# block 1

File: config.mk
export PLATFORM = sky130hd
export DESIGN_NAME = vector_div_seq
export DESIGN_NICKNAME = d
export VERILOG_FILES = /design/src/rtl/vector_alu_pkg.sv /design/src/rtl/vdiv_step.sv /design/src/rtl/vector_div_seq.sv
export SDC_FILE = /design/constraint.sdc
export NUM_CORES = 1
export LEC_CHECK = 0
export CORE_ASPECT_RATIO = 0.7
export CORE_UTILIZATION = 50
export CTS_CLUSTER_DIAMETER = 80
export DETAILED_ROUTE_END_ITERATION = 8
export GPL_ROUTABILITY_DRIVEN = 0
export GPL_TIMING_DRIVEN = 0
export PLACE_DENSITY = 0.72
export SETUP_SLACK_MARGIN = 0.5
export SLEW_MARGIN = 20
export SYNTH_ARGS = -nofsm -noshare
export SYNTH_HDL_FRONTEND = slang
export SYNTH_SLANG_ARGS = --single-unit
File: constraint.sdc
create_clock -name clk -period 8.9 [get_ports clk]
set_input_delay 1.78 -clock clk [delete_from_list [all_inputs] [get_ports clk]]
set_output_delay 1.78 -clock clk [all_outputs]
set_load 0.005 [all_outputs]
File: src/rtl/vector_alu_pkg.sv
// Shared vector-ALU definitions: lane op encodings, divider width default and divider FSM states.
package vector_alu_pkg;

   localparam int VDIV_WIDTH = 32;

   typedef enum logic [3:0] {
      ALU_ADD = 4'd0,
      ALU_SUB = 4'd1,
      ALU_AND = 4'd2,
      ALU_OR  = 4'd3,
      ALU_XOR = 4'd4,
      ALU_SLL = 4'd5,
      ALU_SRL = 4'd6,
      ALU_SRA = 4'd7,
      ALU_MUL = 4'd8,
      ALU_DIV = 4'd9,
      ALU_REM = 4'd10
   } alu_op_t;

   typedef enum logic [1:0] {
      IDLE = 2'd0,
      RUN  = 2'd1,
      FIX  = 2'd2,
      DONE = 2'd3
   } vdiv_state_t;

endpackage

File: src/rtl/vdiv_step.sv
// One combinational restoring-division step: shift {rem,quo} left, then subtract the
// divisor from the partial remainder and keep the difference only if it is non-negative.
module vdiv_step #(
   parameter int WIDTH = 32
) (
   input  logic [WIDTH-1:0] rem_i,
   input  logic [WIDTH-1:0] quo_i,
   input  logic [WIDTH-1:0] divisor_i,
   output logic [WIDTH-1:0] rem_o,
   output logic [WIDTH-1:0] quo_o
);

   logic [WIDTH:0] rem_sh;
   logic [WIDTH:0] trial;
   logic           take;

   // rem < divisor, so the shifted value needs one extra bit and the trial difference
   // always fits a WIDTH+1 two's-complement range: its top bit is the sign.
   assign rem_sh = {rem_i, quo_i[WIDTH-1]};
   assign trial  = rem_sh - {1'b0, divisor_i};
   assign take   = ~trial[WIDTH];

   assign rem_o = take ? trial[WIDTH-1:0] : rem_sh[WIDTH-1:0];
   assign quo_o = {quo_i[WIDTH-2:0], take};

endmodule

File: src/rtl/vector_div_seq.sv
// Multi-cycle restoring divider lane with valid/ready handshakes on both sides.
// Define VDIV_SIGNED_EN to honour op_signed (two's-complement, truncate toward zero).
module vector_div_seq
   import vector_alu_pkg::*;
#(
   parameter int WIDTH = VDIV_WIDTH
) (
   input  logic             clk,
   input  logic             rst,
   input  logic             in_valid,
   output logic             in_ready,
   input  logic             op_signed,
   input  logic [WIDTH-1:0] dividend,
   input  logic [WIDTH-1:0] divisor,
   output logic             out_valid,
   input  logic             out_ready,
   output logic [WIDTH-1:0] quotient,
   output logic [WIDTH-1:0] remainder,
   output logic             div_zero,
   output logic             busy
);

   localparam int CW = $clog2(WIDTH);

   vdiv_state_t      state_q;
   logic [WIDTH-1:0] rem_q, quo_q, dvs_q;
   logic [CW-1:0]    cnt_q;
   logic             dz_q;
   logic             out_valid_q, div_zero_q;
   logic [WIDTH-1:0] quotient_q, remainder_q;

   logic [WIDTH-1:0] rem_d, quo_d;
   logic [WIDTH-1:0] abs_a, abs_b;
   logic [WIDTH-1:0] q_fix, r_fix, dz_rem;

`ifdef VDIV_SIGNED_EN
   logic sa, sb;
   logic sa_q, neg_q;

   assign sa    = op_signed & dividend[WIDTH-1];
   assign sb    = op_signed & divisor[WIDTH-1];
   assign abs_a = sa ? -dividend : dividend;
   assign abs_b = sb ? -divisor  : divisor;

   // Re-applying the dividend sign to |dividend| recovers the raw dividend for divide-by-zero.
   assign q_fix  = neg_q ? -quo_q : quo_q;
   assign r_fix  = sa_q  ? -rem_q : rem_q;
   assign dz_rem = sa_q  ? -quo_q : quo_q;

   always_ff @(posedge clk or posedge rst) begin
      if (rst) begin
         sa_q  <= 1'b0;
         neg_q <= 1'b0;
      end else if (state_q == IDLE && in_valid) begin
         sa_q  <= sa;
         neg_q <= sa ^ sb;
      end
   end
`else
   logic unused_op_signed;

   assign unused_op_signed = op_signed;
   assign abs_a  = dividend;
   assign abs_b  = divisor;
   assign q_fix  = quo_q;
   assign r_fix  = rem_q;
   assign dz_rem = quo_q;
`endif

   vdiv_step #(.WIDTH(WIDTH)) u_step (
      .rem_i     (rem_q),
      .quo_i     (quo_q),
      .divisor_i (dvs_q),
      .rem_o     (rem_d),
      .quo_o     (quo_d)
   );

   always_ff @(posedge clk or posedge rst) begin
      if (rst) begin
         state_q     <= IDLE;
         rem_q       <= '0;
         quo_q       <= '0;
         dvs_q       <= '0;
         cnt_q       <= '0;
         dz_q        <= 1'b0;
         out_valid_q <= 1'b0;
         div_zero_q  <= 1'b0;
         quotient_q  <= '0;
         remainder_q <= '0;
      end else begin
         case (state_q)
            IDLE: begin
               if (in_valid) begin
                  rem_q   <= '0;
                  quo_q   <= abs_a;
                  dvs_q   <= abs_b;
                  dz_q    <= (divisor == '0);
                  // A zero divisor skips the step loop: one frozen cycle, then FIX.
                  cnt_q   <= (divisor == '0) ? '0 : CW'(WIDTH - 1);
                  state_q <= RUN;
               end
            end
            RUN: begin
               if (!dz_q) begin
                  rem_q <= rem_d;
                  quo_q <= quo_d;
               end
               cnt_q <= cnt_q - 1'b1;
               if (cnt_q == '0) begin
                  state_q <= FIX;
               end
            end
            FIX: begin
               quotient_q  <= dz_q ? '1 : q_fix;
               remainder_q <= dz_q ? dz_rem : r_fix;
               div_zero_q  <= dz_q;
               out_valid_q <= 1'b1;
               state_q     <= DONE;
            end
            DONE: begin
               if (out_ready) begin
                  out_valid_q <= 1'b0;
                  state_q     <= IDLE;
               end
            end
            default: state_q <= IDLE;
         endcase
      end
   end

   assign in_ready  = (state_q == IDLE);
   assign busy      = (state_q != IDLE);
   assign out_valid = out_valid_q;
   assign quotient  = quotient_q;
   assign remainder = remainder_q;
   assign div_zero  = div_zero_q;

endmodule

**Block 1: routing congestion**

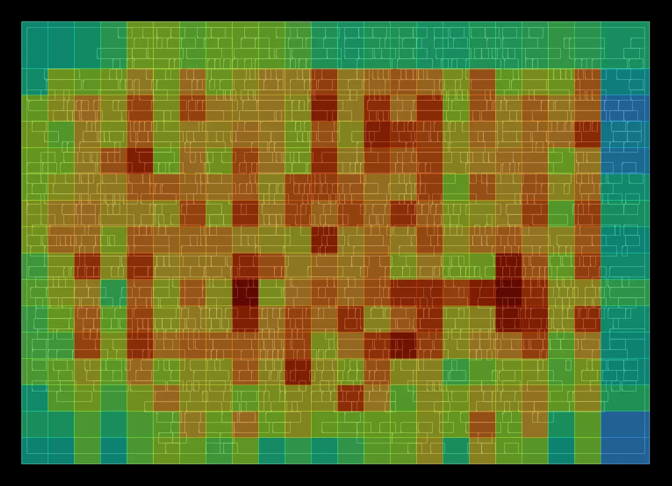
Overall Global Routing Usage: 28.0%
met3 Track Usage GR: 4.90%
met2 Usage GRT: 41.6%
grt met1 use: 41.7%
Avg WL per Cell: 18.5 µm

==> deck_impl_summary.md <==
Physical Implementation Snapshot

Synth
  – Top FF cell, synth: dfrtp_1
  – Adder share: 5.36%
  – Aoi share: 16.1%
  – Yosys chip area: 9250 µm²
  – Post-synth cell types: 62

Power
  – Clock power share: 16.6%
  – Top Consumer: combinational logic
  – Logic pwr share: 52.8%
  – Tot Pwr: 4.65 mW
  – P_seq: 1.42 mW

Critical path
  – Reg2Reg Setup Slack: 4.66 ns
  – Worst r2r dst: r_fix[8]

Detailed routing
  – Vias post-DR: 7958

Layout
  – Diodes inserted: 0
  – Fillers: 1540

Global route
  – Vias in the first global route: 7474
  – Gr busiest metal: met1
  – Pin count of the biggest net entering global routing: 92

Timing
  – Clock skew: 0.00637 ns

Die
  – Area of the die: 19000 µm²

Outcome
  – Status: finished clean
-- area by class of cell --
| cell class | instances | area (µm²) | area share (%) |
|---|---|---|---|
| multi-input combinational | 700 | 4590 | 39.8 |
| clock inverter | 13 | 159 | 1.38 |
| timing repair buffer | 136 | 1380 | 12.0 |
| buffer | 53 | 216 | 1.88 |
| inverter | 50 | 195 | 1.69 |
| tap | 236 | 295 | 2.56 |
| sequential | 170 | 4250 | 36.9 |
| clock buffer | 19 | 443 | 3.84 |

# block 2

**Block 2: sequential cells grouped by signal name**

Other sequential cells in the stronger gray, the rest of the logic in the fainter gray.
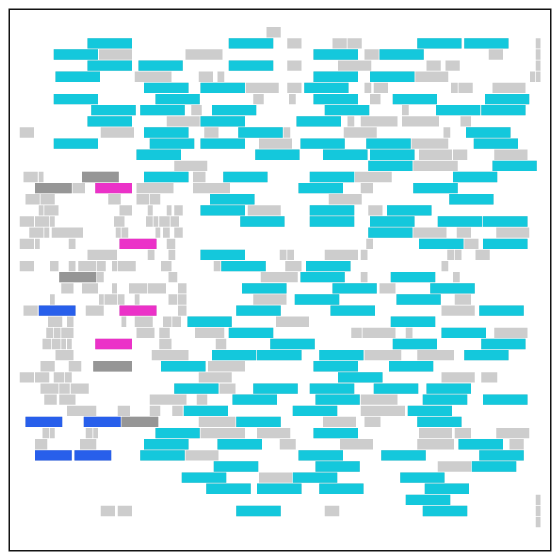
**Block 2: metal 2**

Cells faint in the background.
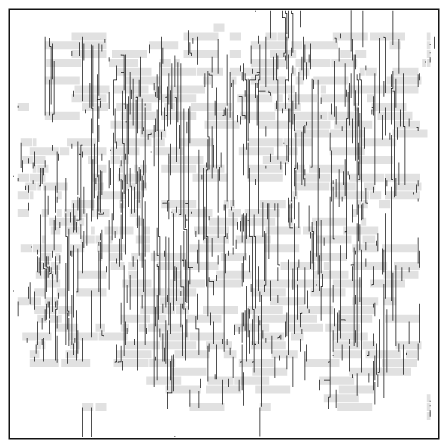
**Block 2: gate families picked out**

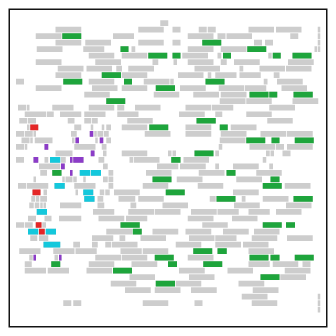
## config.mk

```make
export PLATFORM = sky130hd
export DESIGN_NAME = uart_rx_fifo
export DESIGN_NICKNAME = d
export VERILOG_FILES = /design/src/rtl/uart_rx_fifo.sv
export SDC_FILE = /design/constraint.sdc
export NUM_CORES = 1
export LEC_CHECK = 0
export CORE_MARGIN = 2
export CORE_UTILIZATION = 36
export DETAILED_ROUTE_END_ITERATION = 8
export PLACE_DENSITY_LB_ADDON = 0.05
export SYNTH_ARGS = -nofsm -noshare
export SYNTH_HDL_FRONTEND = slang
export SYNTH_SLANG_ARGS = --single-unit
```

## constraint.sdc

```tcl
create_clock -name clk -period 4.1 [get_ports clk]
set_clock_uncertainty 0.2 [all_clocks]
set_input_delay 0.82 -clock clk [delete_from_list [all_inputs] [get_ports clk]]
set_output_delay 0.82 -clock clk [all_outputs]
set_load 0.005 [all_outputs]
```

## src/rtl/uart_rx_fifo.sv

```systemverilog
// Byte FIFO behind the UART receiver: show-ahead head, count/full/empty, sticky overflow.
// Define UART_RX_FIFO_DROP_CNT_EN to build the saturating dropped-byte counter.
module uart_rx_fifo #(
    parameter int unsigned DEPTH = 16
) (
    input  logic                     clk,
    input  logic                     reset,
    input  logic                     push,
    input  logic [7:0]               push_data,
    input  logic                     pop,
    output logic [7:0]               pop_data,
    output logic                     empty,
    output logic                     full,
    output logic [$clog2(DEPTH):0]   count,
    output logic                     overflow,
    input  logic                     ovf_clr,
    output logic [7:0]               drop_cnt
);

    localparam int unsigned AW = $clog2(DEPTH);
    localparam logic [AW:0]   CntOne  = (AW + 1)'(1);
    localparam logic [AW:0]   CntFull = (AW + 1)'(DEPTH);
    localparam logic [AW-1:0] PtrOne  = AW'(1);

    logic [7:0]    mem_q [DEPTH];
    logic [AW-1:0] wr_ptr_q, rd_ptr_q;
    logic [AW:0]   count_q;
    logic          overflow_q;
    logic          pop_ok, push_ok, drop;

    assign empty  = (count_q == '0);
    assign full   = (count_q == CntFull);
    assign pop_ok = pop & ~empty;
    // A pop in the same cycle frees the slot, so a push into a full FIFO still lands.
    assign push_ok = push & (~full | pop_ok);
    assign drop    = push & ~push_ok;

    assign count    = count_q;
    assign overflow = overflow_q;
    assign pop_data = empty ? 8'h00 : mem_q[rd_ptr_q];

    always_ff @(posedge clk) begin
        if (push_ok) begin
            mem_q[wr_ptr_q] <= push_data;
        end
    end

    always_ff @(posedge clk or posedge reset) begin
        if (reset) begin
            wr_ptr_q   <= '0;
            rd_ptr_q   <= '0;
            count_q    <= '0;
            overflow_q <= 1'b0;
        end else begin
            if (push_ok) begin
                wr_ptr_q <= wr_ptr_q + PtrOne;
            end
            if (pop_ok) begin
                rd_ptr_q <= rd_ptr_q + PtrOne;
            end
            if (push_ok && !pop_ok) begin
                count_q <= count_q + CntOne;
            end else if (pop_ok && !push_ok) begin
                count_q <= count_q - CntOne;
            end
            if (drop) begin
                overflow_q <= 1'b1;
            end else if (ovf_clr) begin
                overflow_q <= 1'b0;
            end
        end
    end

`ifdef UART_RX_FIFO_DROP_CNT_EN
    logic [7:0] drop_cnt_q;

    always_ff @(posedge clk or posedge reset) begin
        if (reset) begin
            drop_cnt_q <= 8'h00;
        end else if (drop) begin
            // A drop coinciding with a clear restarts the count at one.
            if (ovf_clr) begin
                drop_cnt_q <= 8'h01;
            end else if (drop_cnt_q != 8'hFF) begin
                drop_cnt_q <= drop_cnt_q + 8'h01;
            end
        end else if (ovf_clr) begin
            drop_cnt_q <= 8'h00;
        end
    end

    assign drop_cnt = drop_cnt_q;
`else
    assign drop_cnt = 8'h00;
`endif

endmodule
```

==> deck_impl_summary.md <==
Physical Implementation Snapshot

Clock tree
  – Post_cts resized: 0
  – Postcts setup bufs: 0
  – Cts bufs inserted: 17

Timing
  – Setup violations, final: 0
  – Setup TNS: 0 ns
  – Worst Max-Slew Pin Slew: 0.790 ns

Place
  – DP Wirelength: 7.65 mm
  – Dpl cells: 549
  – Dpl cell area: 6430 µm²

Layout
  – Max FFs per register: 128

Synth
  – Most frequent cell after synthesis: edfxtp_1
  – Sequential area share after synthesis: 71.2%
  – Post-Synthesis Cells: 312

Hold path
  – Min-Delay Endpoint: rd_ptr_q[3]

Critical path
  – Worst r2r dst: count[4]

Power
  – Logic pwr share: 31.3%

Detailed routing
  – Top sig layer: met4

Outcome
  – Status: finished clean
About 'sequential cells grouped by signal name' of block 2:
Blue shows count, flops 5, where bottom left. Cyan shows mem_q, flops 128. Magenta shows wr_ptr_q, flops 4, where left middle.

About 'metal 2' of block 2:
The longest straight run is 61.7 µm. The layer carries 5910 µm of wire.

About 'gate families picked out' of block 2:
Green shows multiplexers, cells 50, most used mux4_2. Red shows AND-OR and OR-AND gates, cells 4, most used a21o_1. Cyan shows adder and majority cells, cells 10, most used ha_1, where left middle. Purple shows NAND gates, cells 12, most used nand3_1, where left middle.

critical path: stages, from the launching register on:
cell and delay [ns]:
dfrtp_2 0.52, buf_12 0.24, mux4_2 0.52, mux2_2 0.29, o21ai_0 0.24, a21oi_1 0.09, clkdlybuf4s50_1 0.51
final cells by class:
| class | count | share of cell area (%) |
|---|---|---|
| clock inverter | 14 | 2.42 |
| tap | 216 | 3.85 |
| multi-input combinational | 144 | 22.0 |
| sequential | 142 | 59.7 |
| inverter | 9 | 0.517 |
| timing repair buffer | 38 | 5.42 |
| clock buffer | 17 | 6.06 |

# block 3

[src/rtl/irq_pkg.sv]
// Shared definitions for the interrupt controller: register offsets
// (addr[3:2]) and the request/service state machine encoding.
package irq_pkg;

   localparam logic [1:0] IRQ_PENDING = 2'd0;
   localparam logic [1:0] IRQ_ENABLE  = 2'd1;
   localparam logic [1:0] IRQ_CLAIM   = 2'd2;
   localparam logic [1:0] IRQ_EOI     = 2'd3;

   typedef enum logic [1:0] {
      IDLE    = 2'd0,
      REQ     = 2'd1,
      SERVICE = 2'd2
   } irq_state_t;

endpackage

[src/rtl/irq_prio_enc.sv]
// Combinational lowest-index priority encoder. idx_o is the position of the
// lowest set bit of req_i; valid_o flags that any bit is set (idx_o is 0
// when none is).
module irq_prio_enc #(
   parameter int N  = 4,
   parameter int IW = 4
) (
   input  logic [N-1:0]  req_i,
   output logic [IW-1:0] idx_o,
   output logic          valid_o
);

   // Scan from the top down so the lowest set index is the last one written.
   always_comb begin
      idx_o = '0;
      for (int i = N - 1; i >= 0; i--) begin
         if (req_i[i]) begin
            idx_o = IW'(i);
         end
      end
   end

   assign valid_o = |req_i;

endmodule

[src/rtl/irq_ctrl.sv]
// Memory-mapped interrupt controller: rising-edge capture into PENDING,
// masking by ENABLE, lowest-index selection and a req/ack/EOI handshake that
// keeps a single interrupt in service at a time.
module irq_ctrl
   import irq_pkg::*;
#(
   parameter int N_SRC = 4,
   parameter int DW    = 32
) (
   input  logic             clk,
   input  logic             rst,
   input  logic [N_SRC-1:0] src_i,
   input  logic             we,
   input  logic             re,
   input  logic [3:0]       addr,
   input  logic [DW-1:0]    wdata,
   output logic [DW-1:0]    rdata,
   output logic             irq,
   output logic [3:0]       irq_id,
   input  logic             irq_ack
);

   logic [N_SRC-1:0] src_q;
   logic [N_SRC-1:0] pending_q, pending_d;
   logic [N_SRC-1:0] enable_q, enable_d;
   logic [DW-1:0]    rdata_q, rdata_d;
   irq_state_t       state_q, state_d;
   logic             irq_q, irq_d;
   logic [3:0]       irq_id_q, irq_id_d;

   logic [N_SRC-1:0] rise;
   logic [N_SRC-1:0] active;
   logic [N_SRC-1:0] w1c_mask;
   logic [N_SRC-1:0] ack_mask;
   logic [N_SRC-1:0] id_onehot;
   logic [1:0]       reg_sel;
   logic             wr_pending, wr_enable, wr_eoi;
   logic             id_active;
   logic             ack_take;
   logic [3:0]       sel;
   logic             sel_valid;

   // Only addr[3:2] and the low N_SRC data bits carry meaning.
   logic unused_bits;
   assign unused_bits = ^{addr[1:0], wdata[DW-1:N_SRC]};

   assign reg_sel    = addr[3:2];
   assign wr_pending = we && (reg_sel == IRQ_PENDING);
   assign wr_enable  = we && (reg_sel == IRQ_ENABLE);
   assign wr_eoi     = we && (reg_sel == IRQ_EOI);

   assign rise     = src_i & ~src_q;
   assign active   = pending_q & enable_q;
   assign w1c_mask = wr_pending ? wdata[N_SRC-1:0] : '0;

   // One-hot view of the latched id, so narrow N_SRC never indexes out of range.
   generate
      for (genvar gi = 0; gi < N_SRC; gi++) begin : g_id_dec
         assign id_onehot[gi] = (irq_id_q == 4'(gi));
      end
   endgenerate

   assign id_active = |(active & id_onehot);
   assign ack_take  = (state_q == REQ) && irq_ack;
   assign ack_mask  = ack_take ? id_onehot : '0;

   irq_prio_enc #(
      .N  (N_SRC),
      .IW (4)
   ) u_prio (
      .req_i   (active),
      .idx_o   (sel),
      .valid_o (sel_valid)
   );

   // Clears (W1C and ack) apply first; a same-cycle rising edge re-sets the bit.
   always_comb begin
      pending_d = (pending_q & ~w1c_mask & ~ack_mask) | rise;
      enable_d  = wr_enable ? wdata[N_SRC-1:0] : enable_q;
   end

   // Read mux on pre-write register values; rdata holds while re is low.
   always_comb begin
      rdata_d = rdata_q;
      if (re) begin
         rdata_d = '0;
         case (reg_sel)
            IRQ_PENDING: rdata_d = DW'(pending_q);
            IRQ_ENABLE:  rdata_d = DW'(enable_q);
            IRQ_CLAIM: begin
               rdata_d[3:0]  = irq_id_q;
               rdata_d[DW-1] = (state_q == SERVICE);
            end
            default:     rdata_d = '0;
         endcase
      end
   end

   // Handshake FSM: pick a source in IDLE, hold it through REQ and SERVICE.
   always_comb begin
      state_d  = state_q;
      irq_d    = irq_q;
      irq_id_d = irq_id_q;
      case (state_q)
         IDLE: begin
            if (sel_valid) begin
               irq_id_d = sel;
               irq_d    = 1'b1;
               state_d  = REQ;
            end
         end
         REQ: begin
            if (irq_ack) begin
               irq_d   = 1'b0;
               state_d = SERVICE;
            end else if (!id_active) begin
               irq_d   = 1'b0;
               state_d = IDLE;
            end
         end
         SERVICE: begin
            irq_d = 1'b0;
            if (wr_eoi) begin
               state_d = IDLE;
            end
         end
         default: begin
            irq_d   = 1'b0;
            state_d = IDLE;
         end
      endcase
   end

   // State registers with synchronous reset.
   always_ff @(posedge clk) begin
      if (rst) begin
         src_q     <= '0;
         pending_q <= '0;
         enable_q  <= '0;
         rdata_q   <= '0;
         state_q   <= IDLE;
         irq_q     <= 1'b0;
         irq_id_q  <= '0;
      end else begin
         src_q     <= src_i;
         pending_q <= pending_d;
         enable_q  <= enable_d;
         rdata_q   <= rdata_d;
         state_q   <= state_d;
         irq_q     <= irq_d;
         irq_id_q  <= irq_id_d;
      end
   end

   assign rdata  = rdata_q;
   assign irq    = irq_q;
   assign irq_id = irq_id_q;

endmodule

[config.mk]
export PLATFORM = sky130hd
export DESIGN_NAME = irq_ctrl
export DESIGN_NICKNAME = d
export VERILOG_FILES = /design/src/rtl/irq_pkg.sv /design/src/rtl/irq_prio_enc.sv /design/src/rtl/irq_ctrl.sv
export SDC_FILE = /design/constraint.sdc
export NUM_CORES = 1
export LEC_CHECK = 0
export ABC_AREA = 1
export CORE_MARGIN = 4
export CORE_UTILIZATION = 32
export DETAILED_ROUTE_END_ITERATION = 7
export PLACE_DENSITY = 0.75
export REMOVE_ABC_BUFFERS = 1
export SLEW_MARGIN = 5
export SYNTH_ARGS = -nofsm -noshare
export SYNTH_HDL_FRONTEND = slang
export SYNTH_SLANG_ARGS = --single-unit
export TNS_END_PERCENT = 30
[constraint.sdc]
create_clock -name clk -period 0.8 [get_ports clk]
set_input_delay 0.12 -clock clk [delete_from_list [all_inputs] [get_ports clk]]
set_output_delay 0.12 -clock clk [all_outputs]
set_load 0.05 [all_outputs]
**Block 3: sequential cells grouped by signal name**

Other sequential cells in the stronger gray, the rest of the logic in the fainter gray.
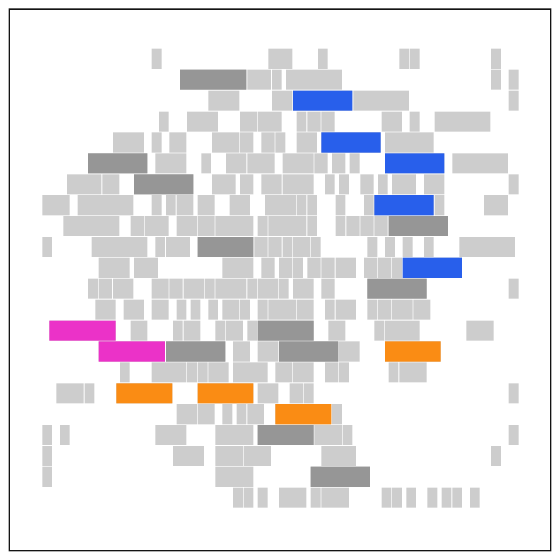
Orange shows src_q, flops 4. Magenta shows irq_id, flops 2. Blue shows rdata, flops 5.

sequential cells by signal, indices dropped and copies added (netlist names):
name       count
irq_id         2
src_q          4
pending_q      4
enable_q       4
irq            1
rdata          5
state_q        2
timing repair:
action / CTS / global route
pin swaps: 2 / 3
endpoints found under the hold margin: 0 / 0
resized: 39 / 31
setup buffers: 2 / 0
endpoints found under the setup margin: 26 / 27
hold buffers: 0 / 0
worst register-to-register path: cells and delay by family, from the launching register on:
kind,cells,cell delay [ns]
AND-OR/OR-AND,1,0.12
buffers and inverters,1,0.08
flip-flops,1,0.37
AND/OR/NAND/NOR,5,0.37
==> deck_impl_summary.md <==
Physical Implementation Snapshot

Outcome
  – Status: complete, but fails checks
  – Failing checks: setup timing

Layout
  – Fin area: 1900 µm²
  – Logic area: 689 µm²
  – Commonest Layout Cell: conb_1

Power
  – Switching power: 1.01 mW
  – Internal Power: 1.90 mW

Global route
  – Pin count of the biggest net entering global routing: 14
  – First-pass GRT wire length: 4.98 mm

Synth
  – Syn avg cell area: 7.05 µm²
  – Post-Synthesis Cells: 176
  – Synth mux share: 0%
  – Synth area leader: dfxtp_1
  – Mapped Area: 1240 µm²

Job
  – Max cap viols: 0

Critical path
  – Reg2reg start: irq_id[1]
  – Slowest CP cell: dfxtp_4
  – Crit path buffers/inverters: 2

Detailed routing
  – Pre-Repair DR Iteration Count: 4
  – ANT nets after route: 0

Timing
  – Final Max Slew Viols: 0
  – Setup violations, final: 21
  – Setup WS post-layout: -0.221 ns

Place
  – Dpl cell area: 1670 µm²

Hold path
  – Worst hold path depth: 3

Die
  – Pre-Place Util: 33.4%


==> gallery <==
Signal wires on met3.
image #1
The bar under the picture is 50 µm long.
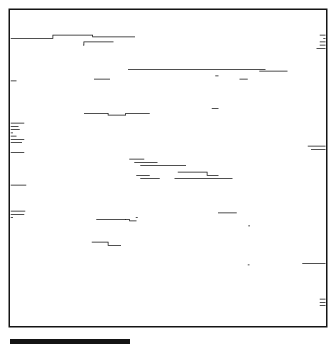
image #2
The bar under the picture is 50 µm long.
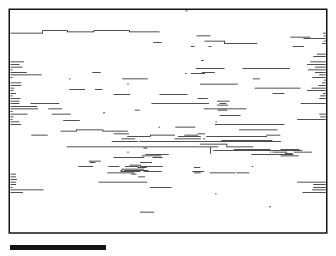
image #3
The bar under the picture is 20 µm long.
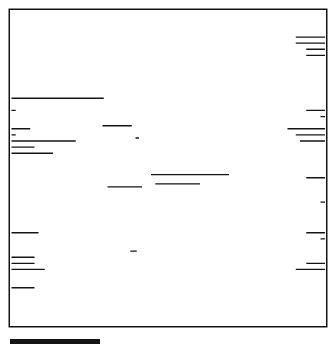
block 1 -> image #2
block 2 -> image #1
block 3 -> image #3
Of these, smallest die: image #3

Key to image #1:
33 nets have wire on it. The layer holds 3.2% of the routed length. The longest straight run is 57.0 µm.

Power is estimated from default activity; no workload was simulated.
